==================== design 1
[src/rtl/sw_result_collector.sv]
// Reduces the per-target Smith-Waterman score stream to one record per query and buffers
// the records in a first-word-fall-through FIFO. Optional threshold filter: SW_COLLECT_THRESH_EN.
module sw_result_collector #(
  parameter int CALC_W     = 16,
  parameter int IDX_W      = 10,
  parameter int QID_W      = 8,
  parameter int CNT_W      = 10,
  parameter int FIFO_DEPTH = 8
) (
  input  logic                        clk,
  input  logic                        rst_n,
  input  logic                        start_i,
  input  logic [CALC_W-1:0]           score_i,
  input  logic                        valid_i,
  input  logic [IDX_W-1:0]            t_idx_i,
  input  logic                        change_q_i,
`ifdef SW_COLLECT_THRESH_EN
  input  logic [CALC_W-1:0]           thresh_i,
`endif
  output logic                        rec_valid_o,
  input  logic                        rec_ready_i,
  output logic [QID_W-1:0]            rec_qid_o,
  output logic [CALC_W-1:0]           rec_score_o,
  output logic [IDX_W-1:0]            rec_tidx_o,
  output logic [CNT_W-1:0]            rec_count_o,
  output logic [$clog2(FIFO_DEPTH):0] level_o,
  output logic                        overflow_o,
  output logic                        busy_o
);
  localparam int PTR_W = $clog2(FIFO_DEPTH);
  localparam int LVL_W = PTR_W + 1;
  localparam int REC_W = QID_W + CALC_W + IDX_W + CNT_W;
  localparam logic [LVL_W-1:0] LVL_FULL = LVL_W'(FIFO_DEPTH);
  localparam logic [CNT_W-1:0] CNT_MAX  = '1;

  typedef enum logic {ST_ACCUM = 1'b0, ST_CLOSE = 1'b1} state_e;

  state_e            state_q, state_d;
  logic              close_fire;
  logic [QID_W-1:0]  qid_q, qid_d;
  logic [CALC_W-1:0] best_q, best_d, base_best;
  logic [IDX_W-1:0]  tidx_q, tidx_d, base_tidx;
  logic [CNT_W-1:0]  cnt_q, cnt_d, base_cnt;

  logic [REC_W-1:0]  mem_q [FIFO_DEPTH];
  logic [REC_W-1:0]  head;
  logic [PTR_W-1:0]  wr_ptr_q, wr_ptr_d, rd_ptr_q, rd_ptr_d;
  logic [LVL_W-1:0]  level_q, level_d;
  logic              overflow_q, overflow_d;
  logic              thresh_ok, push_req, push_ok, pop, full, drop;

  always_ff @(posedge clk or negedge rst_n) begin
    if (!rst_n) state_q <= ST_ACCUM;
    else        state_q <= state_d;
  end

  always_comb begin
    state_d = state_q;
    case (state_q)
      ST_ACCUM: if (change_q_i) state_d = ST_CLOSE;
      ST_CLOSE: state_d = change_q_i ? ST_CLOSE : ST_ACCUM;
      default:  state_d = ST_ACCUM;
    endcase
    if (start_i) state_d = ST_ACCUM;
  end

  always_comb begin
    close_fire = (state_q == ST_CLOSE);
  end

  // In CLOSE the registers still hold the finished query; a beat that cycle starts afresh.
  always_comb begin
    base_best = close_fire ? '0 : best_q;
    base_tidx = close_fire ? '0 : tidx_q;
    base_cnt  = close_fire ? '0 : cnt_q;
    best_d    = base_best;
    tidx_d    = base_tidx;
    cnt_d     = base_cnt;
    qid_d     = close_fire ? qid_q + QID_W'(1) : qid_q;
    if (valid_i) begin
      if (base_cnt != CNT_MAX) cnt_d = base_cnt + CNT_W'(1);
      if (score_i > base_best) begin
        best_d = score_i;
        tidx_d = t_idx_i;
      end
    end
    if (start_i) begin
      best_d = '0;
      tidx_d = '0;
      cnt_d  = '0;
      qid_d  = '0;
    end
  end

`ifdef SW_COLLECT_THRESH_EN
  assign thresh_ok = (best_q >= thresh_i);
`else
  assign thresh_ok = 1'b1;
`endif

  assign full     = (level_q == LVL_FULL);
  assign pop      = (level_q != '0) && rec_ready_i;
  assign push_req = close_fire && !start_i && thresh_ok;
  assign push_ok  = push_req && (!full || pop);
  assign drop     = push_req && full && !pop;

  always_comb begin
    wr_ptr_d   = wr_ptr_q;
    rd_ptr_d   = rd_ptr_q;
    level_d    = level_q;
    overflow_d = overflow_q | drop;
    if (push_ok) wr_ptr_d = wr_ptr_q + PTR_W'(1);
    if (pop)     rd_ptr_d = rd_ptr_q + PTR_W'(1);
    if (push_ok && !pop)      level_d = level_q + LVL_W'(1);
    else if (!push_ok && pop) level_d = level_q - LVL_W'(1);
    if (start_i) begin
      wr_ptr_d   = '0;
      rd_ptr_d   = '0;
      level_d    = '0;
      overflow_d = 1'b0;
    end
  end

  always_ff @(posedge clk or negedge rst_n) begin
    if (!rst_n) begin
      qid_q      <= '0;
      best_q     <= '0;
      tidx_q     <= '0;
      cnt_q      <= '0;
      wr_ptr_q   <= '0;
      rd_ptr_q   <= '0;
      level_q    <= '0;
      overflow_q <= 1'b0;
    end else begin
      qid_q      <= qid_d;
      best_q     <= best_d;
      tidx_q     <= tidx_d;
      cnt_q      <= cnt_d;
      wr_ptr_q   <= wr_ptr_d;
      rd_ptr_q   <= rd_ptr_d;
      level_q    <= level_d;
      overflow_q <= overflow_d;
    end
  end

  // Storage carries no reset; the head is masked while the FIFO is empty.
  always_ff @(posedge clk) begin
    if (push_ok) mem_q[wr_ptr_q] <= {qid_q, best_q, tidx_q, cnt_q};
  end

  assign head        = mem_q[rd_ptr_q];
  assign rec_valid_o = (level_q != '0);
  assign {rec_qid_o, rec_score_o, rec_tidx_o, rec_count_o} = rec_valid_o ? head : '0;
  assign level_o     = level_q;
  assign overflow_o  = overflow_q;
  assign busy_o      = (cnt_q != '0) || (level_q != '0);

endmodule

[config.mk]
export PLATFORM = sky130hd
export DESIGN_NAME = sw_result_collector
export DESIGN_NICKNAME = d
export VERILOG_FILES = /design/src/rtl/sw_result_collector.sv
export SDC_FILE = /design/constraint.sdc
export NUM_CORES = 1
export LEC_CHECK = 0
export ABC_AREA = 1
export CORE_ASPECT_RATIO = 0.5
export CORE_MARGIN = 1.5
export CORE_UTILIZATION = 44
export CTS_CLUSTER_SIZE = 12
export DETAILED_ROUTE_END_ITERATION = 8
export GPL_ROUTABILITY_DRIVEN = 0
export PLACE_DENSITY = 0.67
export SLEW_MARGIN = 10
export SYNTH_ARGS = -nofsm -noshare
export SYNTH_HDL_FRONTEND = slang
export SYNTH_SLANG_ARGS = --single-unit
[constraint.sdc]
create_clock -name clk -period 3.2 [get_ports clk]
set_input_delay 0.64 -clock clk [delete_from_list [all_inputs] [get_ports clk]]
set_output_delay 0.64 -clock clk [all_outputs]
set_load 0.02 [all_outputs]
==================== design 2
$ cat src/rtl/alu_exec_if.sv
// Request/response bundle between ALU control and the execute ALU.
// The master drives the operation request; the slave returns result, flags and HI/LO.
interface alu_exec_if #(parameter int WIDTH = 32);
   logic             start;
   logic [3:0]       ALUCr;
   logic [WIDTH-1:0] reg_a;
   logic [WIDTH-1:0] reg_b;
   logic             of_det;
   logic             sgn;
   logic [WIDTH-1:0] result;
   logic             zero;
   logic             overflow;
   logic [WIDTH-1:0] hi;
   logic [WIDTH-1:0] lo;
   logic             busy;
   logic             done;
   logic             div0;

   modport master (
      output start, ALUCr, reg_a, reg_b, of_det, sgn,
      input  result, zero, overflow, hi, lo, busy, done, div0
   );

   modport slave (
      input  start, ALUCr, reg_a, reg_b, of_det, sgn,
      output result, zero, overflow, hi, lo, busy, done, div0
   );
endinterface

$ cat src/rtl/alu_exec.sv
// Multi-cycle MIPS execute ALU: single-cycle logic/arith/shift ops plus iterative MULT/DIV into HI/LO.
// Define ALU_DIV0_TRAP_EN to short-circuit DIV by zero with a div0 flag instead of iterating.
module alu_exec #(
   parameter int WIDTH = 32,
   parameter int ITER  = WIDTH
) (
   input  logic      clk,
   input  logic      rst_n,
   alu_exec_if.slave io
);
   localparam logic [3:0] OP_ADD  = 4'b0010;
   localparam logic [3:0] OP_AND  = 4'b0100;
   localparam logic [3:0] OP_OR   = 4'b0101;
   localparam logic [3:0] OP_XOR  = 4'b0110;
   localparam logic [3:0] OP_NOR  = 4'b0111;
   localparam logic [3:0] OP_SLT  = 4'b1011;
   localparam logic [3:0] OP_SRA  = 4'b1100;
   localparam logic [3:0] OP_SRL  = 4'b1101;
   localparam logic [3:0] OP_SLL  = 4'b1110;
   localparam logic [3:0] OP_MULT = 4'b0001;
   localparam logic [3:0] OP_DIV  = 4'b1010;
   localparam int SW = $clog2(WIDTH);
   localparam int CW = $clog2(ITER);

   typedef enum logic [1:0] {S_IDLE, S_ITER, S_FIN} state_t;
   state_t state_reg, state_next;

   logic [CW-1:0]    cnt_reg;
   logic [WIDTH:0]   acc_reg, acc_next;
   logic [WIDTH-1:0] low_reg, low_next, opnd_reg;
   logic             sign_a_reg, sign_b_reg, is_div_reg;
   logic [WIDTH-1:0] result_reg, hi_reg, lo_reg;
   logic             zero_reg, overflow_reg, done_reg;

   logic             accept, is_long, div_trap, busy;
   logic [WIDTH-1:0] mag_a, mag_b, alu_res, sum;
   logic             alu_ovf;
   logic [WIDTH:0]   mult_sum, div_shift, div_diff;
   logic [2*WIDTH-1:0] prod_fix;
   logic [WIDTH-1:0] fix_hi, fix_lo;

   assign accept  = io.start && (state_reg == S_IDLE);
   assign is_long = (io.ALUCr == OP_MULT) || (io.ALUCr == OP_DIV);
`ifdef ALU_DIV0_TRAP_EN
   logic div0_reg;
   assign div_trap = (io.ALUCr == OP_DIV) && (io.reg_b == '0);
   assign io.div0  = div0_reg;
`else
   assign div_trap = 1'b0;
   assign io.div0  = 1'b0;
`endif

   // State register
   always_ff @(posedge clk) begin
      if (!rst_n) state_reg <= S_IDLE;
      else        state_reg <= state_next;
   end

   // Next-state logic
   always_comb begin
      state_next = state_reg;
      case (state_reg)
         S_IDLE: if (accept && is_long && !div_trap) state_next = S_ITER;
         S_ITER: if (cnt_reg == CW'(ITER - 1))       state_next = S_FIN;
         S_FIN:  state_next = S_IDLE;
         default: state_next = S_IDLE;
      endcase
   end

   // FSM outputs
   always_comb begin
      busy = (state_reg != S_IDLE);
   end

   // Single-cycle datapath
   always_comb begin
      sum     = io.reg_a + io.reg_b;
      alu_res = '0;
      alu_ovf = 1'b0;
      case (io.ALUCr)
         OP_ADD: begin
            alu_res = sum;
            alu_ovf = io.of_det && (io.reg_a[WIDTH-1] == io.reg_b[WIDTH-1])
                      && (sum[WIDTH-1] != io.reg_a[WIDTH-1]);
         end
         OP_AND: alu_res = io.reg_a & io.reg_b;
         OP_OR:  alu_res = io.reg_a | io.reg_b;
         OP_XOR: alu_res = io.reg_a ^ io.reg_b;
         OP_NOR: alu_res = ~(io.reg_a | io.reg_b);
         OP_SLT: alu_res = {{(WIDTH-1){1'b0}}, io.sgn ? ($signed(io.reg_a) < $signed(io.reg_b))
                                                      : (io.reg_a < io.reg_b)};
         OP_SRA: alu_res = WIDTH'($signed(io.reg_a) >>> io.reg_b[SW-1:0]);
         OP_SRL: alu_res = io.reg_a >> io.reg_b[SW-1:0];
         OP_SLL: alu_res = io.reg_a << io.reg_b[SW-1:0];
         default: alu_res = '0;
      endcase
   end

   assign mag_a = (io.sgn && io.reg_a[WIDTH-1]) ? -io.reg_a : io.reg_a;
   assign mag_b = (io.sgn && io.reg_b[WIDTH-1]) ? -io.reg_b : io.reg_b;

   // One shift-add or restoring-divide step; acc holds the upper half / partial remainder
   always_comb begin
      acc_next  = acc_reg;
      low_next  = low_reg;
      mult_sum  = '0;
      div_shift = '0;
      div_diff  = '0;
      if (is_div_reg) begin
         div_shift = {acc_reg[WIDTH-1:0], low_reg[WIDTH-1]};
         div_diff  = div_shift - {1'b0, opnd_reg};
         if (!div_diff[WIDTH]) begin
            acc_next = div_diff;
            low_next = {low_reg[WIDTH-2:0], 1'b1};
         end else begin
            acc_next = div_shift;
            low_next = {low_reg[WIDTH-2:0], 1'b0};
         end
      end else begin
         mult_sum = acc_reg + (low_reg[0] ? {1'b0, opnd_reg} : '0);
         acc_next = {1'b0, mult_sum[WIDTH:1]};
         low_next = {mult_sum[0], low_reg[WIDTH-1:1]};
      end
   end

   always_comb begin
      prod_fix = {acc_reg[WIDTH-1:0], low_reg};
      if (sign_a_reg ^ sign_b_reg) prod_fix = -prod_fix;
      if (is_div_reg) begin
         fix_lo = (sign_a_reg ^ sign_b_reg) ? -low_reg : low_reg;
         fix_hi = sign_a_reg ? -acc_reg[WIDTH-1:0] : acc_reg[WIDTH-1:0];
      end else begin
         fix_lo = prod_fix[WIDTH-1:0];
         fix_hi = prod_fix[2*WIDTH-1:WIDTH];
      end
   end

   always_ff @(posedge clk) begin
      if (!rst_n) begin
         cnt_reg      <= '0;
         acc_reg      <= '0;
         low_reg      <= '0;
         opnd_reg     <= '0;
         sign_a_reg   <= 1'b0;
         sign_b_reg   <= 1'b0;
         is_div_reg   <= 1'b0;
         result_reg   <= '0;
         hi_reg       <= '0;
         lo_reg       <= '0;
         zero_reg     <= 1'b0;
         overflow_reg <= 1'b0;
         done_reg     <= 1'b0;
`ifdef ALU_DIV0_TRAP_EN
         div0_reg     <= 1'b0;
`endif
      end else begin
         done_reg <= 1'b0;
         if (accept) begin
`ifdef ALU_DIV0_TRAP_EN
            div0_reg <= div_trap;
`endif
            if (div_trap) begin
               result_reg   <= '0;
               zero_reg     <= 1'b1;
               overflow_reg <= 1'b0;
               done_reg     <= 1'b1;
            end else if (is_long) begin
               is_div_reg <= (io.ALUCr == OP_DIV);
               sign_a_reg <= io.sgn && io.reg_a[WIDTH-1];
               sign_b_reg <= io.sgn && io.reg_b[WIDTH-1];
               acc_reg    <= '0;
               cnt_reg    <= '0;
               // Divide shifts the dividend out of low; multiply shifts the multiplier out
               low_reg    <= (io.ALUCr == OP_DIV) ? mag_a : mag_b;
               opnd_reg   <= (io.ALUCr == OP_DIV) ? mag_b : mag_a;
            end else begin
               result_reg   <= alu_res;
               zero_reg     <= (alu_res == '0);
               overflow_reg <= alu_ovf;
               done_reg     <= 1'b1;
            end
         end
         if (state_reg == S_ITER) begin
            cnt_reg <= cnt_reg + 1'b1;
            acc_reg <= acc_next;
            low_reg <= low_next;
         end
         if (state_reg == S_FIN) begin
            hi_reg       <= fix_hi;
            lo_reg       <= fix_lo;
            result_reg   <= fix_lo;
            zero_reg     <= (fix_lo == '0);
            overflow_reg <= 1'b0;
            done_reg     <= 1'b1;
         end
      end
   end

   assign io.result   = result_reg;
   assign io.zero     = zero_reg;
   assign io.overflow = overflow_reg;
   assign io.hi       = hi_reg;
   assign io.lo       = lo_reg;
   assign io.busy     = busy;
   assign io.done     = done_reg;
endmodule
$ cat src/flat_wrapper.sv
// flat-port wrapper written by rule: the top's interface ports become plain ports
module alu_exec_flat 
#(
   parameter int WIDTH = 32,
   parameter int ITER  = WIDTH
)
  (clk, rst_n, io_start, io_ALUCr, io_reg_a, io_reg_b, io_of_det, io_sgn, io_result, io_zero, io_overflow, io_hi, io_lo, io_busy, io_done, io_div0);
  alu_exec_if #(.WIDTH(WIDTH)) io_i ();
  input  logic clk;
  input  logic rst_n;
  input wire logic [$bits(io_i.start)-1:0] io_start;
  input wire logic [$bits(io_i.ALUCr)-1:0] io_ALUCr;
  input wire logic [$bits(io_i.reg_a)-1:0] io_reg_a;
  input wire logic [$bits(io_i.reg_b)-1:0] io_reg_b;
  input wire logic [$bits(io_i.of_det)-1:0] io_of_det;
  input wire logic [$bits(io_i.sgn)-1:0] io_sgn;
  output wire logic [$bits(io_i.result)-1:0] io_result;
  output wire logic [$bits(io_i.zero)-1:0] io_zero;
  output wire logic [$bits(io_i.overflow)-1:0] io_overflow;
  output wire logic [$bits(io_i.hi)-1:0] io_hi;
  output wire logic [$bits(io_i.lo)-1:0] io_lo;
  output wire logic [$bits(io_i.busy)-1:0] io_busy;
  output wire logic [$bits(io_i.done)-1:0] io_done;
  output wire logic [$bits(io_i.div0)-1:0] io_div0;
  assign io_i.start = io_start;
  assign io_i.ALUCr = io_ALUCr;
  assign io_i.reg_a = io_reg_a;
  assign io_i.reg_b = io_reg_b;
  assign io_i.of_det = io_of_det;
  assign io_i.sgn = io_sgn;
  assign io_result = io_i.result;
  assign io_zero = io_i.zero;
  assign io_overflow = io_i.overflow;
  assign io_hi = io_i.hi;
  assign io_lo = io_i.lo;
  assign io_busy = io_i.busy;
  assign io_done = io_i.done;
  assign io_div0 = io_i.div0;
  alu_exec #(.WIDTH(WIDTH), .ITER(ITER)) u_core (.clk(clk), .rst_n(rst_n), .io(io_i));
endmodule
$ cat config.mk
export PLATFORM = sky130hd
export DESIGN_NAME = alu_exec_flat
export DESIGN_NICKNAME = d
export VERILOG_FILES = /design/src/rtl/alu_exec_if.sv /design/src/rtl/alu_exec.sv /design/src/flat_wrapper.sv
export SDC_FILE = /design/constraint.sdc
export NUM_CORES = 1
export LEC_CHECK = 0
export ABC_AREA = 1
export CORE_MARGIN = 2
export CORE_UTILIZATION = 45
export CTS_CLUSTER_SIZE = 12
export DETAILED_ROUTE_END_ITERATION = 6
export PLACE_DENSITY = 0.62
export SLEW_MARGIN = 20
export SYNTH_ARGS = -nofsm -noshare
export SYNTH_HDL_FRONTEND = slang
export SYNTH_SLANG_ARGS = --single-unit
export TNS_END_PERCENT = 20
$ cat constraint.sdc
create_clock -name clk -period 7.37 [get_ports clk]
set_clock_uncertainty 0.1 [all_clocks]
set_input_delay 1.1055 -clock clk [delete_from_list [all_inputs] [get_ports clk]]
set_output_delay 1.1055 -clock clk [all_outputs]
set_load 0.01 [all_outputs]
==================== design 3
File: config.mk
export PLATFORM = sky130hd
export DESIGN_NAME = floor_arbiter
export DESIGN_NICKNAME = d
export VERILOG_FILES = /design/src/rtl/floor_arbiter.sv
export SDC_FILE = /design/constraint.sdc
export NUM_CORES = 1
export LEC_CHECK = 0
export CAP_MARGIN = 10
export CORE_ASPECT_RATIO = 1.1
export CORE_MARGIN = 5
export CORE_UTILIZATION = 36
export DETAILED_ROUTE_END_ITERATION = 8
export GPL_ROUTABILITY_DRIVEN = 0
export PLACE_DENSITY = 0.87
export SYNTH_ARGS = -nofsm -noshare
export SYNTH_HDL_FRONTEND = slang
export SYNTH_SLANG_ARGS = --single-unit
File: constraint.sdc
create_clock -name clk -period 2 [get_ports clk]
set_input_delay 0.4 -clock clk [delete_from_list [all_inputs] [get_ports clk]]
set_output_delay 0.4 -clock clk [all_outputs]
set_load 0.005 [all_outputs]
File: src/rtl/floor_arbiter.sv
// -----------------------------------------------------------------------------
// floor_arbiter
//
// Purpose:
//   Shares one fixed-latency, fully pipelined `floor` unit between two
//   requesters.
//   - Round-robin arbitration issues at most one operand per cycle.
//   - Each issued operation is tagged with its requester ID.
//   - The tag travels down a shift pipeline that matches the unit latency.
//   - When the tag reaches the end, the unit's result is steered back to the
//     requester that issued it.
//   - Per-requester grant counters support performance bring-up.
//
// Parameters:
//   LAT    cycles from fu_x being driven to fu_y holding the result (>= 1)
//   CNT_W  width of each grant counter (wraps, no saturation)
//
// Ports:
//   clk, rst           clock, synchronous active-high reset
//   reqN_valid/x       operand offer from requester N (held until accepted)
//   reqN_ready         operand of requester N accepted this cycle
//   resN_valid/y       result for requester N (no backpressure; y is 0 when
//                      valid is 0)
//   fu_x               registered operand into the floor unit
//   fu_y               result from the floor unit, LAT cycles after fu_x
//   busy               at least one tagged operation is in flight
//   gnt_cnt0/1         grants issued to requester 0 / 1
// -----------------------------------------------------------------------------
module floor_arbiter #(
    parameter int LAT   = 1,
    parameter int CNT_W = 16
) (
    input  logic             clk,
    input  logic             rst,

    input  logic             req0_valid,
    input  logic [31:0]      req0_x,
    output logic             req0_ready,
    output logic             res0_valid,
    output logic [31:0]      res0_y,

    input  logic             req1_valid,
    input  logic [31:0]      req1_x,
    output logic             req1_ready,
    output logic             res1_valid,
    output logic [31:0]      res1_y,

    output logic [31:0]      fu_x,
    input  logic [31:0]      fu_y,

    output logic             busy,
    output logic [CNT_W-1:0] gnt_cnt0,
    output logic [CNT_W-1:0] gnt_cnt1
);

    // The tag pipeline is one stage longer than the unit latency. The operand
    // register (fu_x) adds one cycle in front of the unit, and stage 0 is
    // loaded on the same edge as fu_x.
    localparam int NSTG = LAT + 1;

    // -------------------------------------------------------------------------
    // Per-port views of the flat port list, so that the per-port logic below
    // can be written once.
    // -------------------------------------------------------------------------
    logic        req_valid [2];
    logic [31:0] req_x     [2];
    logic        gnt       [2];
    logic        res_valid [2];
    logic [31:0] res_y     [2];

    assign req_valid[0] = req0_valid;
    assign req_valid[1] = req1_valid;
    assign req_x[0]     = req0_x;
    assign req_x[1]     = req1_x;

    // -------------------------------------------------------------------------
    // State
    // -------------------------------------------------------------------------
    logic            ptr_reg;        // requester favoured when both are valid
    logic [31:0]     fu_x_reg;
    logic [NSTG-1:0] tag_valid_reg;  // bit i = stage i
    logic [NSTG-1:0] tag_id_reg;

    // -------------------------------------------------------------------------
    // Arbitration (combinational)
    // The grant depends only on the valids, the pointer and reset. Operand
    // values are never looked at, so a requester cannot starve itself by
    // changing its data.
    // -------------------------------------------------------------------------
    always_comb begin
        gnt[0] = 1'b0;
        gnt[1] = 1'b0;
        if (!rst) begin
            if (req_valid[0] && req_valid[1]) begin
                gnt[0] = ~ptr_reg;
                gnt[1] = ptr_reg;
            end else begin
                gnt[0] = req_valid[0];
                gnt[1] = req_valid[1];
            end
        end
    end

    logic        gnt_any;
    logic        gnt_id;
    logic [31:0] gnt_x;

    assign gnt_any = gnt[0] | gnt[1];
    assign gnt_id  = gnt[1];
    assign gnt_x   = gnt[1] ? req_x[1] : req_x[0];

    assign req0_ready = gnt[0];
    assign req1_ready = gnt[1];

    // -------------------------------------------------------------------------
    // Pointer and operand register
    // With no grant, fu_x keeps its old value. The unit keeps computing on it,
    // but no tag accompanies that result, so it is never delivered.
    // -------------------------------------------------------------------------
    always_ff @(posedge clk) begin
        if (rst) begin
            ptr_reg  <= 1'b0;
            fu_x_reg <= 32'd0;
        end else if (gnt_any) begin
            ptr_reg  <= ~gnt_id;  // the loser of this round is favoured next
            fu_x_reg <= gnt_x;
        end
    end

    assign fu_x = fu_x_reg;

    // -------------------------------------------------------------------------
    // Tag pipeline: free-running shift with no stalls.
    // - Stage 0 captures this cycle's grant.
    // - The last stage lines up with fu_y.
    // - Reset clears every stage, so in-flight results are dropped.
    // -------------------------------------------------------------------------
    always_ff @(posedge clk) begin
        if (rst) begin
            tag_valid_reg <= '0;
            tag_id_reg    <= '0;
        end else begin
            tag_valid_reg <= {tag_valid_reg[NSTG-2:0], gnt_any};
            tag_id_reg    <= {tag_id_reg[NSTG-2:0], gnt_id};
        end
    end

    assign busy = |tag_valid_reg;

    logic last_valid;
    logic last_id;

    assign last_valid = tag_valid_reg[NSTG-1];
    assign last_id    = tag_id_reg[NSTG-1];

    // -------------------------------------------------------------------------
    // Per-port result steering and grant counters
    // Result valid is suppressed while rst is high. Any tag still in the last
    // stage belongs to an operation that the reset is discarding.
    // -------------------------------------------------------------------------
    for (genvar gi = 0; gi < 2; gi++) begin : g_port
        logic [CNT_W-1:0] cnt_reg;

        assign res_valid[gi] = !rst && last_valid && (last_id == 1'(gi));
        assign res_y[gi]     = res_valid[gi] ? fu_y : 32'd0;

        always_ff @(posedge clk) begin
            if (rst) begin
                cnt_reg <= '0;
            end else if (gnt[gi]) begin
                cnt_reg <= cnt_reg + CNT_W'(1);
            end
        end
    end

    assign res0_valid = res_valid[0];
    assign res0_y     = res_y[0];
    assign res1_valid = res_valid[1];
    assign res1_y     = res_y[1];

    assign gnt_cnt0 = g_port[0].cnt_reg;
    assign gnt_cnt1 = g_port[1].cnt_reg;

endmodule


## Gallery

Cell placement.
Plate I
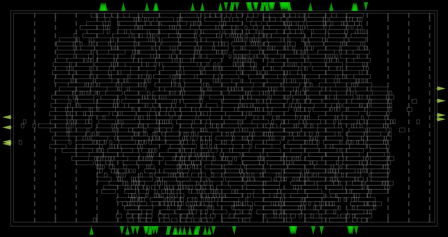
Plate II
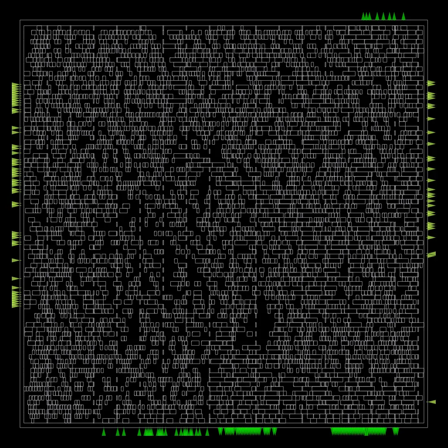
Plate III
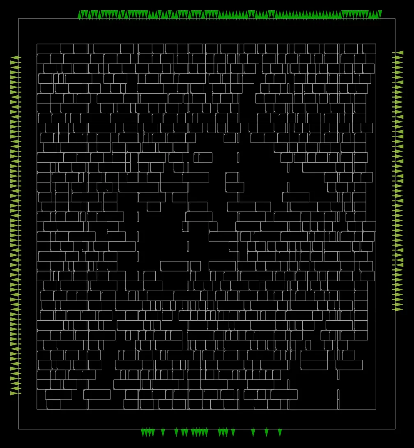
The one with the highest utilization is Plate III.
- Plate I = design 1
- Plate II = design 2
- Plate III = design 3

Figure 1. Wiring heat map (design 2).
The die is cut into 24 by 24 equal tiles; black is low, pale yellow is high, scaled to the fullest tile. Values are wire area over tile area, all layers added.
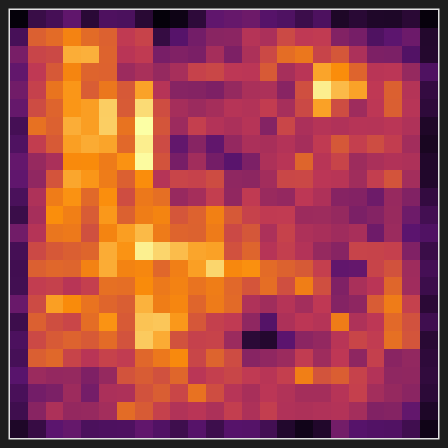
mean over tiles	0.37
fullest tile	0.75
nearly empty tiles	0.50%
number of vias after detailed routing: 31,620
final routed wirelength across all metal layers: 124.8 mm
Overall Global Routing Usage: 40.60%

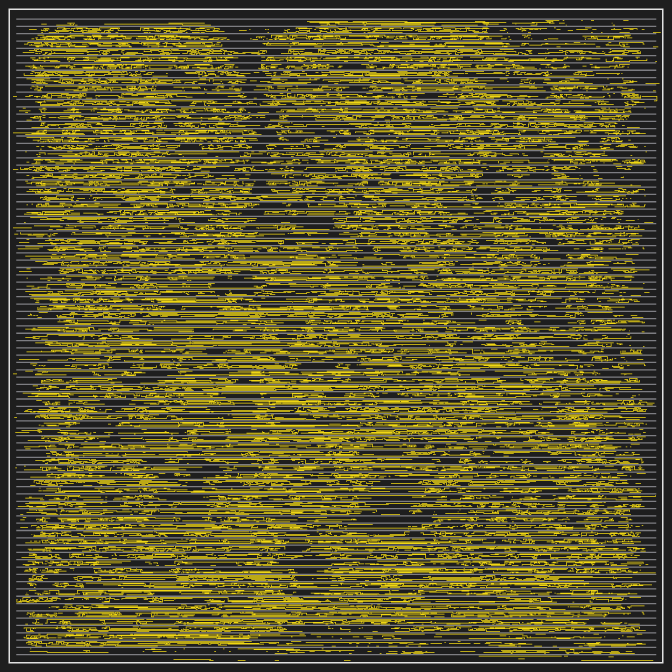
Figure 2: design 2, signal wires on met1.
Supply wires on this layer in gray.
longest straight run	85.1 microns
wire length on this layer	50.0 mm
share of all routed wire	40%
nets with wire on the layer	4,491
main direction	horizontal
global-route met1 utilization: 51.61%

==> Flow_metrics.wiki, design 2 <==
== Flow metrics ==
{| class="wikitable"
! Metric !! Value
|-
| Number of combinational gates with multiple inputs || 3,568
|-
| Worst slew slack as a fraction of its limit || 24.65%
|-
| Worst hold start || u_core.io.lo[19]
|-
| Total power after layout || 3.981 mW
|-
| Seq share, synth || 16.08%
|-
| Max reg flops || 33
|-
| And-or/or-and share of the synthesized area || 20.96%
|-
| Most frequent standard cell in the layout excluding fill and tap cells || sky130_fd_sc_hd__nand2_1
|-
| Wire length on met1 || 50.04 mm
|-
| Achievable Freq || 0.2069 GHz
|-
| Power dissipated in combinational cells || 1.55 mW
|-
| WHS Path Cells || 2
|-
| Number of nets still failing antenna checks after routing || 0
|-
| AND/OR/NAND/NOR Cells, Area Fraction || 39.61%
|-
| Synthesized netlist net count || 4,767
|-
| Worst vdd rail ir drop || 175.6 uV
|-
| Group drawing the most power || combinational cells
|-
| Fraction of final layout cells with drive strength greater than 1 || 4.347%
|-
| Fraction of synthesis flops using an asynchronous set or reset pin || 0%
|-
| Warning total across the stage logs || 91
|-
| Power density of the placed cells || 139.6 mW/mm^2
|-
| TritonCTS sink count || 206
|-
| Met2 Usage GRT || 64.36%
|-
| Outcome || completed
|-
| Met2 wirelength from detailed routing || 54.56 mm
|-
| Post-layout period usage || 65.58%
|-
| Comb area || 0.01855 sq mm
|-
| Final tally of max-slew violations || 0
|-
| Flip-flop and latch count after synthesis || 206
|-
| Number of enable flip-flop cells || 0
|-
| Number of buffers between clock root and the deepest sink || 3
|-
| Unrepaired setup endpoints after global routing || false
|}
## design 2: through the flow
stage | instances | worst slack [ns]
final | 5334 | 2.536
after global routing | 5334 | 2.515
after CTS | 5334 | 2.758
after detailed placement | 5296 | 2.206
after global placement | 5296 | 2.120
after floorplan | 4523 | 3.822
## design 2: worst max-delay path: cells and delay by family
family          cells  cell delay, ns
compound gates      3            0.90
buf+inv             5            1.90
simple gates        4            1.29
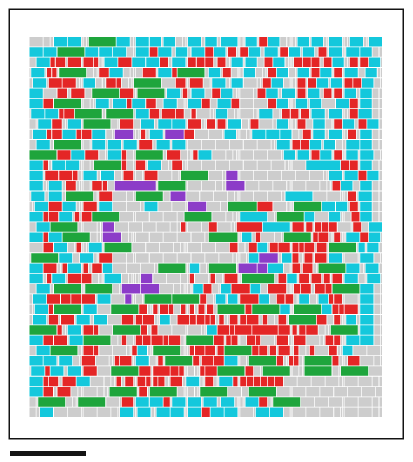
Figure 3: design 3, cells colored by class.
Bar = 20 microns. Fill, decap, tap and diode cells in gray.
color	class	cells	share of their area
red	all other logic	309	33%
green	flip-flops	69	23%
cyan	other buffers and delay cells	259	41%
purple	clock drivers and dummy loads	16	3.3%

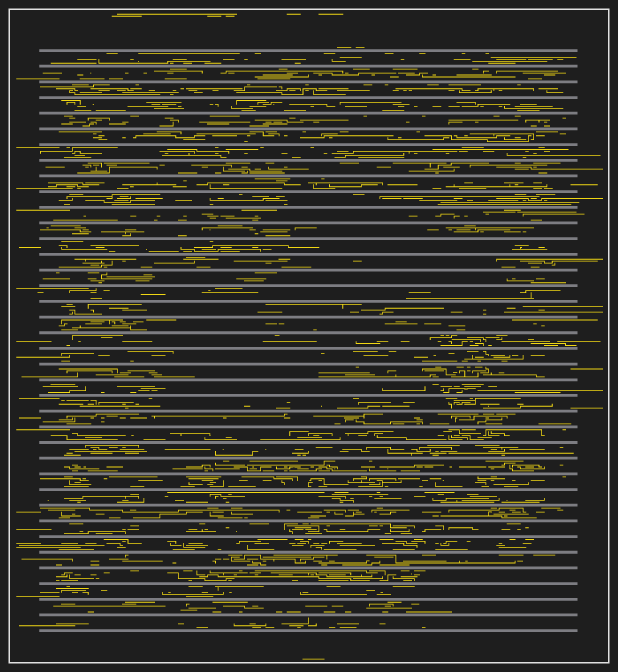
Figure 4: design 3, signal wires on met1.
Supply wires on this layer in gray.
nets with wire on the layer	667
wire length on this layer	4,690 microns
longest straight run	27.6 microns
main direction	horizontal

==> Flow_metrics.wiki, design 3 <==
== Flow metrics ==
{| class="wikitable"
! Metric !! Value
|-
| Outcome || completed
|-
| Total power after layout || 3.326 mW
|-
| Worst flop-to-flop path endpoint || gnt_cnt0[10]
|-
| Synthesized netlist net count || 506
|-
| Die y size || 113.1 microns
|-
| Worst hold start || tag_id_reg[0]
|-
| Top FF cell, synth || sky130_fd_sc_hd__dfxtp_1
|-
| Critical Path Sink || res1_y[12]
|-
| H-tree Lvls || 3
|-
| Busiest layer in global routing || met2
|-
| Destination of the worst hold path || tag_id_reg[1]
|-
| Register share of total power || 44.6%
|-
| # fillers || 788
|-
| Share of cell area taken by muxes after synthesis || 9.205%
|-
| Clock-pin transition on the worst setup and hold timing paths || 0.08 ns
|-
| Number of global-route vias before repair || 3,881
|-
| Met2 wirelength from detailed routing || 6.593 mm
|-
| Routed vias/inst || 4.978
|-
| Number of vias after detailed routing || 3,833
|-
| Flip-flop and latch count after synthesis || 69
|-
| Power dissipated in sequential cells || 1.48 mW
|-
| Top routing layer in use || met4
|-
| CP startpoint || tag_id_reg[1]
|-
| Global-route wire length before repair || 19.52 mm
|-
| Clock power frac || 36.2%
|-
| Int Pwr || 2.445 mW
|-
| Global-route met1 utilization || 20.53%
|-
| Combinational power share || 19.2%
|}
## design 3: area by class of cell
cell class / count / area [sq um] / area share (%)
inverter: 6 / 22.52 / 0.3598
tap: 117 / 146.4 / 2.339
clock buffer: 9 / 123.9 / 1.979
multi-input combinational: 303 / 1999 / 31.94
timing repair buffer: 259 / 2500 / 39.94
clock inverter: 7 / 80.08 / 1.279
sequential: 69 / 1388 / 22.17
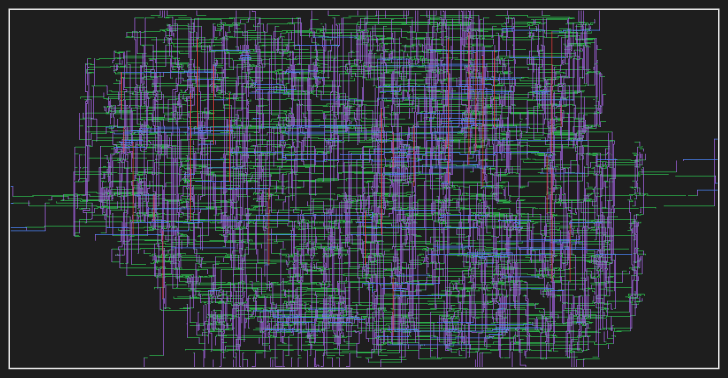
Figure 5: design 1, signal wires by layer.
color	layer	wire length
blue	met3	2,650 microns
red	met4	802 microns
green	met1	18,700 microns
purple	met2	20.5 mm

==> Flow_metrics.wiki, design 1 <==
== Flow metrics ==
{| class="wikitable"
! Metric !! Value
|-
| Leakage component of the power || 7.367 nW
|-
| Register with the highest flop count || mem_q
|-
| Core Area || 0.03880 sq mm
|-
| Clock buffer count from CTS || 40
|-
| Area share of buffers outside the clock network || 7.271%
|-
| # fillers || 3,343
|-
| Group drawing the most power || sequential cells
|-
| Clock-pin transition on the worst setup and hold timing paths || 0.07 ns
|-
| Data arrival time of the worst path || 2.47 ns
|-
| Chip Area, Yosys || 0.01726 sq mm
|-
| Number of buffers between clock root and the deepest sink || 3
|-
| Power density of the placed cells || 735.5 mW/mm^2
|-
| Synth Cell Area || 0.01726 sq mm
|-
| Top routing layer in use || met4
|-
| Synth cell types || 36
|-
| Worst-path fanout max || 28
|-
| Number of nets still failing antenna checks after routing || 0
|-
| Worst vdd rail ir drop || 361.6 uV
|-
| Clock buffers || 67
|-
| Worst R2R Path Depth || 10
|-
| Reported clock group power || 4.35 mW
|-
| Library cell occupying the most area in the post-synthesis netlist || sky130_fd_sc_hd__edfxtp_1
|-
| Initial antenna violation count || 0
|-
| Path type of the worst setup path || register to primary output
|-
| Register fraction of the total cell area || 59.20%
|-
| Cell Count, Final, Fillers Out || 2,098
|-
| Synthesized-area fraction occupied by adder cells || 1.711%
|-
| Placement Cell Area || 0.01893 sq mm
|-
| H-tree Lvls || 2
|-
| Combinational power share || 29.7%
|-
| Fraction of final layout cells with drive strength greater than 1 || 8.870%
|-
| Flip-flop and latch count after synthesis || 408
|-
| And-or/or-and share of the synthesized area || 10.78%
|-
| Main kind of combinational logic by area || simple AND/OR/NAND/NOR gates
|-
| Gr ovfl total || 0
|-
| Outcome || completed
|-
| Class of the most critical hold timing path || primary input to async pin
|-
| Clock tree from TritonCTS || built
|}
design 1: worst max-delay path by stage:
| stage | cells past startpoint | endpoint | startpoint |
|---|---|---|---|
| 2_1_floorplan | 5 | mem_q[0][0] | start_i |
| 3_3_place_gp | 11 | tidx_q[2] | score_i[7] |
| 3_5_place_dp | 10 | best_q[7] | score_i[3] |
| 4_1_cts | 6 | rec_score_o[10] | rd_ptr_q[0] |
| 5_1_grt | 7 | rec_score_o[15] | rd_ptr_q[0] |
| 6_report | 7 | rec_tidx_o[0] | rd_ptr_q[0] |

==================== design 4
Figure 6. Wiring heat map (design 4).
The die is cut into 25 by 25 equal tiles; black is low, pale yellow is high, scaled to the fullest tile. Values are wire area over tile area, all layers added.
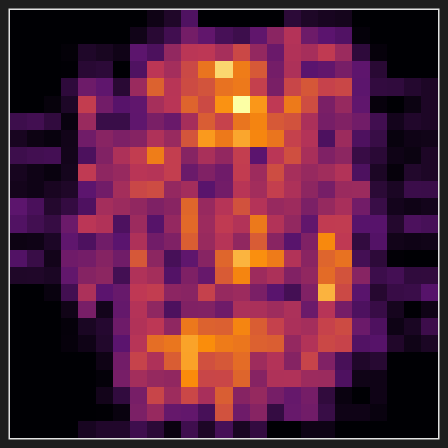

$ cat src/rtl/module_pipe_flops.sv
// module_pipe_flops: DEPTH-stage valid/ready register pipeline with bubble collapse,
// synchronous flush and an occupancy count.
// Optional build macro: MODULE_PIPE_FLOPS_ZERO_INVALID_EN forces data_out_pipe to zero
// whenever valid_out_pipe is low; without it the last stage data is always visible.
module module_pipe_flops #(
    parameter int unsigned WIDTH = 32,
    parameter int unsigned DEPTH = 4
) (
    input  logic                       clk_pipe_flops,
    input  logic                       reset_L,
    input  logic                       valid_in_pipe,
    input  logic [WIDTH-1:0]           data_in_pipe,
    output logic                       ready_in_pipe,
    output logic                       valid_out_pipe,
    output logic [WIDTH-1:0]           data_out_pipe,
    input  logic                       ready_out_pipe,
    input  logic                       flush_pipe,
    output logic [$clog2(DEPTH+1)-1:0] count_pipe
);

    localparam int unsigned CW = $clog2(DEPTH + 1);

    logic [DEPTH-1:0] v_q;
    logic [DEPTH-1:0] v_d;
    logic [DEPTH-1:0] move;
    logic [WIDTH-1:0] d_q [DEPTH];
    logic [WIDTH-1:0] d_d [DEPTH];
    logic [CW-1:0]    count_q;
    logic [CW-1:0]    count_d;
    logic             in_fire;
    logic             carry;

    // Per-stage advance enables, rippling back from the output stage.
    always_comb begin
        move  = '0;
        carry = !v_q[DEPTH-1] || ready_out_pipe;
        move[DEPTH-1] = carry;
        for (int k = int'(DEPTH) - 2; k >= 0; k--) begin
            carry   = !v_q[k] || carry;
            move[k] = carry;
        end
    end

    // Handshake outputs; reset blanks them combinationally.
    always_comb begin
        ready_in_pipe  = move[0] && !flush_pipe && reset_L;
        valid_out_pipe = v_q[DEPTH-1] && reset_L;
        in_fire        = valid_in_pipe && ready_in_pipe;
    end

    // Output data, optionally zeroed when no valid word is presented.
    always_comb begin
`ifdef MODULE_PIPE_FLOPS_ZERO_INVALID_EN
        data_out_pipe = valid_out_pipe ? d_q[DEPTH-1] : '0;
`else
        data_out_pipe = d_q[DEPTH-1];
`endif
    end

    // Next-state for stage valids and data; flush clears valids but keeps data.
    always_comb begin
        v_d = v_q;
        d_d = d_q;
        if (flush_pipe) begin
            v_d = '0;
        end else begin
            if (move[0]) begin
                v_d[0] = in_fire;
                if (in_fire) begin
                    d_d[0] = data_in_pipe;
                end
            end
            for (int k = 1; k < int'(DEPTH); k++) begin
                if (move[k]) begin
                    v_d[k] = v_q[k-1];
                    if (v_q[k-1]) begin
                        d_d[k] = d_q[k-1];
                    end
                end
            end
        end
    end

    // Occupancy is recomputed from the next valid vector so it never drifts.
    always_comb begin
        count_d = '0;
        for (int k = 0; k < int'(DEPTH); k++) begin
            count_d = count_d + CW'(v_d[k]);
        end
    end

    // State registers with synchronous active-low reset taking top priority.
    always_ff @(posedge clk_pipe_flops) begin
        if (!reset_L) begin
            v_q     <= '0;
            count_q <= '0;
            for (int k = 0; k < int'(DEPTH); k++) begin
                d_q[k] <= '0;
            end
        end else begin
            v_q     <= v_d;
            count_q <= count_d;
            for (int k = 0; k < int'(DEPTH); k++) begin
                d_q[k] <= d_d[k];
            end
        end
    end

    assign count_pipe = count_q;

endmodule

$ cat config.mk
export PLATFORM = sky130hd
export DESIGN_NAME = module_pipe_flops
export DESIGN_NICKNAME = d
export VERILOG_FILES = /design/src/rtl/module_pipe_flops.sv
export SDC_FILE = /design/constraint.sdc
export NUM_CORES = 1
export LEC_CHECK = 0
export CAP_MARGIN = 15
export CELL_PAD_IN_SITES_DETAIL_PLACEMENT = 1
export CELL_PAD_IN_SITES_GLOBAL_PLACEMENT = 1
export CORE_MARGIN = 5
export CORE_UTILIZATION = 45
export CTS_CLUSTER_DIAMETER = 60
export DETAILED_ROUTE_END_ITERATION = 12
export PLACE_DENSITY = 0.95
export SYNTH_ARGS = -nofsm -noshare
export SYNTH_HDL_FRONTEND = slang
export SYNTH_SLANG_ARGS = --single-unit
$ cat constraint.sdc
create_clock -name clk_pipe_flops -period 7.6 [get_ports clk_pipe_flops]
set_input_delay 2.28 -clock clk_pipe_flops [delete_from_list [all_inputs] [get_ports clk_pipe_flops]]
set_output_delay 2.28 -clock clk_pipe_flops [all_outputs]
set_load 0.02 [all_outputs]
==================== design 5
--- src/rtl/esteira_sequenciador.sv ---
// esteira_sequenciador: conveyor occupancy shift register with tick-paced stepping,
// stall detection on unready stations and a jam fault after a run of blocked ticks.
module esteira_sequenciador #(
    parameter int N_ESTACOES    = 4,
    parameter int TICK_DIV      = 50000000,
    parameter int TIMEOUT_TICKS = 5,
    parameter int CONT_W        = 8
) (
    input  logic                  CLOCK,
    input  logic                  RESET_N,
    input  logic                  START,
    input  logic                  MOTOR_ATIVO,
    input  logic                  MODO_PIPELINE,
    input  logic                  ENTRADA_DISPONIVEL,
    input  logic [N_ESTACOES-1:0] ESTACAO_PRONTA,
    input  logic                  LIMPAR_FALHA,
    output logic [N_ESTACOES-1:0] GARRAFA_PRESENTE,
    output logic                  AVANCO,
    output logic                  GARRAFA_SAIDA,
    output logic [CONT_W-1:0]     CONT_SAIDA,
    output logic                  FALHA_TRAVAMENTO,
    output logic [1:0]            ESTADO
);
    typedef enum logic [1:0] {IDLE, RUN, STALL, FAULT} estado_t;
    localparam int TW = TICK_DIV > 1 ? $clog2(TICK_DIV) : 1;
    localparam int SW = $clog2(TIMEOUT_TICKS + 1);
    estado_t estado;
    logic [TW-1:0] cnt_tick;
    logic [SW-1:0] cnt_stall, stall_next;
    logic run_ok, tick, blocked, insert;
    assign run_ok     = START & MOTOR_ATIVO;
    assign tick       = cnt_tick == TW'(TICK_DIV - 1);
    assign blocked    = |(GARRAFA_PRESENTE & ~ESTACAO_PRONTA);
    // single-bottle mode only admits a new bottle onto an empty belt
    assign insert     = ENTRADA_DISPONIVEL & (MODO_PIPELINE | ~|GARRAFA_PRESENTE);
    assign stall_next = cnt_stall + 1'b1;
    assign ESTADO     = estado;
    always_ff @(posedge CLOCK or negedge RESET_N) begin
        if (!RESET_N) begin
            estado           <= IDLE;
            cnt_tick         <= '0;
            cnt_stall        <= '0;
            GARRAFA_PRESENTE <= '0;
            AVANCO           <= 1'b0;
            GARRAFA_SAIDA    <= 1'b0;
            CONT_SAIDA       <= '0;
            FALHA_TRAVAMENTO <= 1'b0;
        end else begin
            AVANCO        <= 1'b0;
            GARRAFA_SAIDA <= 1'b0;
            case (estado)
                IDLE: begin
                    cnt_tick <= '0;
                    if (run_ok) estado <= RUN;
                end
                RUN, STALL: begin
                    cnt_tick <= tick ? '0 : cnt_tick + 1'b1;
                    if (!run_ok) begin
                        estado    <= IDLE;
                        cnt_tick  <= '0;
                        cnt_stall <= '0;
                    end else if (tick && blocked) begin
                        cnt_stall <= stall_next;
                        if (stall_next == SW'(TIMEOUT_TICKS)) begin
                            estado           <= FAULT;
                            FALHA_TRAVAMENTO <= 1'b1;
                        end else begin
                            estado <= STALL;
                        end
                    end else if (tick) begin
                        estado           <= RUN;
                        cnt_stall        <= '0;
                        GARRAFA_PRESENTE <= {GARRAFA_PRESENTE[N_ESTACOES-2:0], insert};
                        AVANCO           <= 1'b1;
                        if (GARRAFA_PRESENTE[N_ESTACOES-1]) begin
                            GARRAFA_SAIDA <= 1'b1;
                            CONT_SAIDA    <= CONT_SAIDA + 1'b1;
                        end
                    end
                end
                FAULT: begin
                    cnt_tick <= '0;
                    if (LIMPAR_FALHA) begin
                        estado           <= IDLE;
                        FALHA_TRAVAMENTO <= 1'b0;
                        cnt_stall        <= '0;
                    end
                end
            endcase
        end
    end
endmodule

--- config.mk ---
export PLATFORM = sky130hd
export DESIGN_NAME = esteira_sequenciador
export DESIGN_NICKNAME = d
export VERILOG_FILES = /design/src/rtl/esteira_sequenciador.sv
export SDC_FILE = /design/constraint.sdc
export NUM_CORES = 1
export LEC_CHECK = 0
export ABC_AREA = 1
export CAP_MARGIN = 20
export CORE_MARGIN = 4
export CORE_UTILIZATION = 40
export CTS_BUF_LIST = sky130_fd_sc_hd__clkbuf_2 sky130_fd_sc_hd__clkbuf_4 sky130_fd_sc_hd__clkbuf_8
export DETAILED_ROUTE_END_ITERATION = 8
export GPL_TIMING_DRIVEN = 0
export PLACE_DENSITY = 0.6
export RECOVER_POWER = 50
export SLEW_MARGIN = 10
export SYNTH_ARGS = -nofsm -noshare
export SYNTH_HDL_FRONTEND = slang
export SYNTH_SLANG_ARGS = --single-unit
--- constraint.sdc ---
create_clock -name CLOCK -period 4.6 [get_ports CLOCK]
set_input_delay 1.15 -clock CLOCK [delete_from_list [all_inputs] [get_ports CLOCK]]
set_output_delay 1.15 -clock CLOCK [all_outputs]
set_load 0.005 [all_outputs]
Figure 7. Signal wires by layer (design 4).
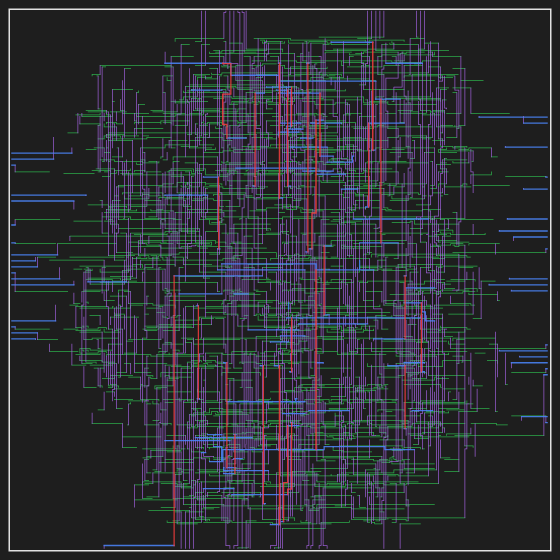
color	layer	wire length
green	met1	7,030 microns
purple	met2	8,670 microns
red	met4	619 microns
blue	met3	876 microns

Notes on Figure 6 above:
fullest tile	0.67
tiles over half the peak	18%
mean over tiles	0.18
nearly empty tiles	19%

==> Flow_metrics.wiki, design 4 <==
== Flow metrics ==
{| class="wikitable"
! Metric !! Value
|-
| Outcome || completed
|-
| Number of vias after detailed routing || 4,823
|-
| Critical Path Sink || ready_in_pipe
|-
| DR WL/cell || 21.28 microns
|-
| Achievable Freq || 0.1574 GHz
|-
| Share of cell area taken by muxes after synthesis || 11.23%
|-
| Path type of the worst setup path || primary input to primary output
|-
| Largest net degree at the start of global routing || 80
|-
| Register share of total power || 43.3%
|-
| Xor and xnor fraction of the mapped netlist area || 0%
|-
| Chip Area, Yosys || 0.005704 sq mm
|-
| Number of DRC markers in iteration 0 || 430
|-
| ClkCell Share || 9.172%
|-
| Switching share of power || 22.25%
|-
| Core utilization at floorplan || 45.57%
|-
| Synthesized netlist net count || 657
|-
| Detailed route wirelength on metal3 || 876 microns
|-
| Warning total across the stage logs || 26
|-
| Kind of launch point of the worst setup path || primary input
|-
| Layout area overhead || 19.81%
|-
| Worst vdd rail ir drop || 185.3 uV
|}
-- design 4: state kept, by name (all words and copies together), names as in the netlist --
register	count
data_out_pipe	32
count_pipe	3
v_q	4
d_q	96
-- design 4: synth_stat cells (all sizes together), types with 4 or more instances --
cell / count / area [sq um]
o2111ai: 32 / 280.3
nand2: 96 / 360.4
clkbuf: 31 / 116.4
o221ai: 32 / 280.3
o21ai: 32 / 160.2
and2: 4 / 25.02
dfxtp: 135 / 2703
inv: 5 / 18.76
nand3: 64 / 320.3
a21oi: 36 / 180.2
nor2: 4 / 15.01
buf: 65 / 437.9
mux2i: 64 / 640.6
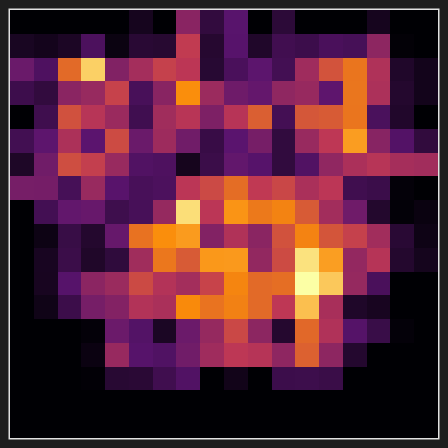
Figure 8: design 5, wiring heat map.
The die is cut into 18 by 18 equal tiles; black is low, pale yellow is high, scaled to the fullest tile. Values are wire area over tile area, all layers added.
mean over tiles	0.11
densest ninth of the die	center
tiles over half the peak	18%
emptiest ninth of the die	south-west
fullest tile	0.42
nearly empty tiles	27%

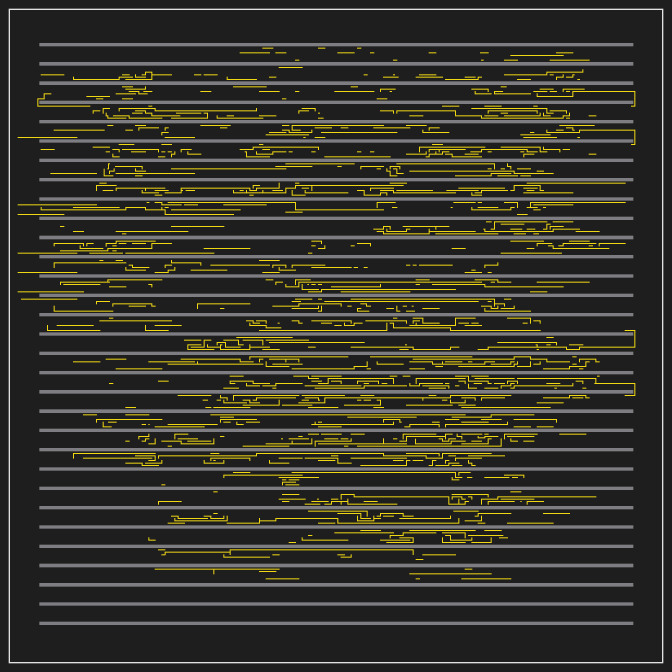
Figure 9: design 5, signal wires on met1.
Supply wires on this layer in gray.
longest straight run	35.9 microns
wire length on this layer	3,150 microns
share of all routed wire	52%
global-route met1 utilization: 21.20%
number of vias after detailed routing: 2,334
final routed wirelength across all metal layers: 6.060 mm

==> Flow_metrics.wiki, design 5 <==
== Flow metrics ==
{| class="wikitable"
! Metric !! Value
|-
| Kind of cell adding the most delay to the critical path || buffers and inverters
|-
| Power dissipated in combinational cells || 0.164 mW
|-
| Number of enable flip-flop cells || 0
|-
| Resized Gates After CTS || 0
|-
| Clock buffer count from CTS || 5
|-
| Tapcells inserted || 96
|-
| Most used cell along the critical path || sky130_fd_sc_hd__clkbuf_1
|-
| Count of instantiated cells in the yosys netlist || 371
|-
| Clock buffers || 6
|-
| Register share of total power || 50.7%
|-
| Kind of launch point of the worst setup path || primary input
|-
| Router iterations before antenna repair || 4
|-
| Share of cell area taken by muxes after synthesis || 0%
|-
| Clock tree from TritonCTS || built
|-
| Synth Cell Area || 0.002816 sq mm
|-
| Area occupied by registers || 0.001151 sq mm
|-
| Fraction of final layout cells with drive strength greater than 1 || 10.07%
|-
| Register with the highest flop count || cnt_tick
|-
| Area share of the leading cell type in the synthesized netlist || 40.87%
|-
| Latest clock arrival within the worst-skew pair || 0.29 ns
|-
| Leakage component of the power || 1.509 nW
|-
| Final critical-path setup slack || 1.702 ns
|-
| Core utilization at floorplan || 41.23%
|-
| Achievable Freq || 0.3451 GHz
|-
| Chain of cells forming the critical path || clkbuf_1, clkbuf_1
|-
| Cell Count, Final, Fillers Out || 503
|-
| Synthesized-area fraction occupied by adder cells || 3.110%
|-
| Outcome || completed
|-
| Global-route wire length before repair || 10.35 mm
|-
| Number of DRC markers in iteration 0 || 113
|-
| Largest cell class by area || combinational gates
|}
## design 5: final timing paths
| kind | slack, ns | from | cells after the start | endpoint |
|---|---|---|---|---|
| min reg2reg | 0.46 | cnt_tick[0] | 1 | cnt_tick[0] |
| min in group asynchronous | 1.08 | RESET_N | 1 | cnt_tick[12] |
| max in group CLOCK | 1.99 | MOTOR_ATIVO | 8 | CONT_SAIDA[2] |
| max reg2reg | 2.57 | ESTADO[0] | 9 | CONT_SAIDA[2] |
| min | 0.46 | cnt_tick[0] | 1 | cnt_tick[0] |
| max | 1.70 | RESET_N | 2 | CONT_SAIDA[0] |

==> screenshots <==
Cells colored by class.
Bar = 20 microns. Fill, decap, tap and diode cells in gray.
shot_01.png
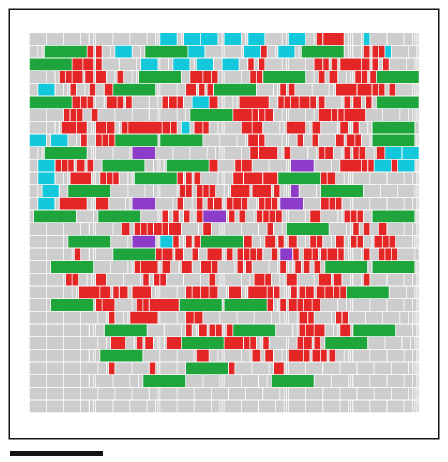
shot_02.png
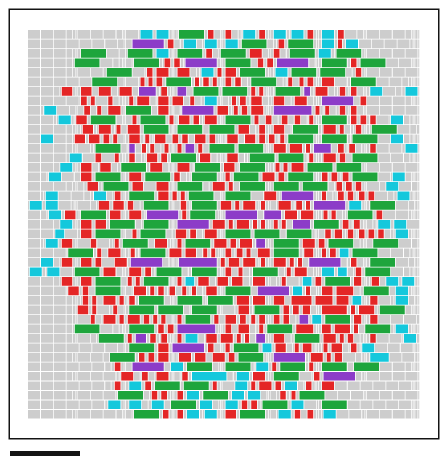
- largest die: shot_02.png
- most cells: shot_02.png
shot_02.png comes from design 4.
shot_01.png comes from design 5.

Key to shot_02.png:
color	class	cells	share of their area
cyan	other buffers and delay cells	83	13%
green	flip-flops	135	41%
red	all other logic	386	37%
purple	clock drivers and dummy loads	32	9.5%



## Gallery

Signal wires by layer.
picture 1
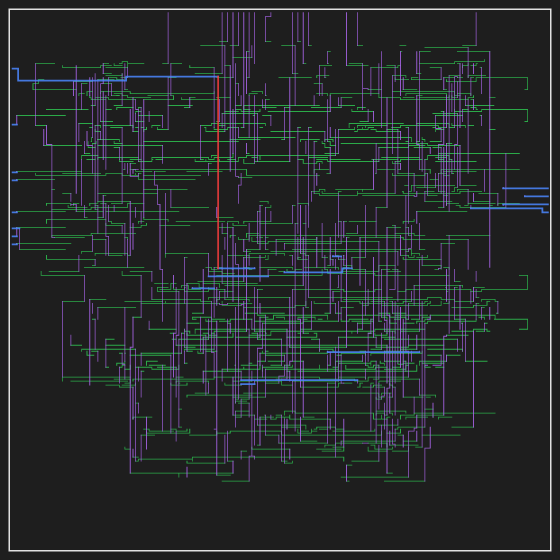
picture 2
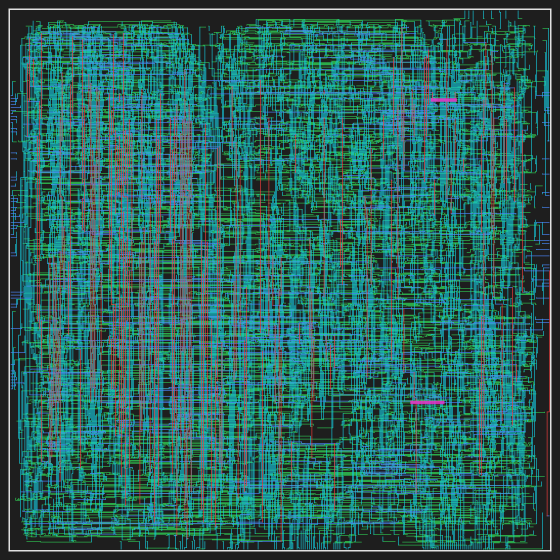
picture 3
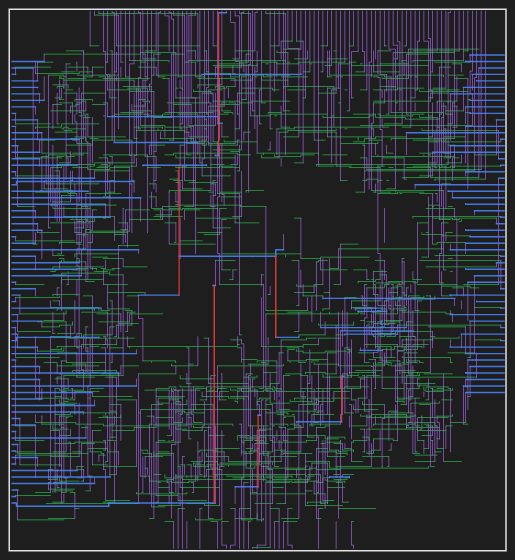
The one with the most wire is picture 2.
The one with the least wire is picture 1.
Design 3 is picture 3.
Design 5 is picture 1.
Design 2 is picture 2.

Key to picture 3:
color	layer	wire length
blue	met3	1,240 microns
purple	met2	6,590 microns
red	met4	144 microns
green	met1	4,690 microns

Power is estimated from default activity; no workload was simulated.
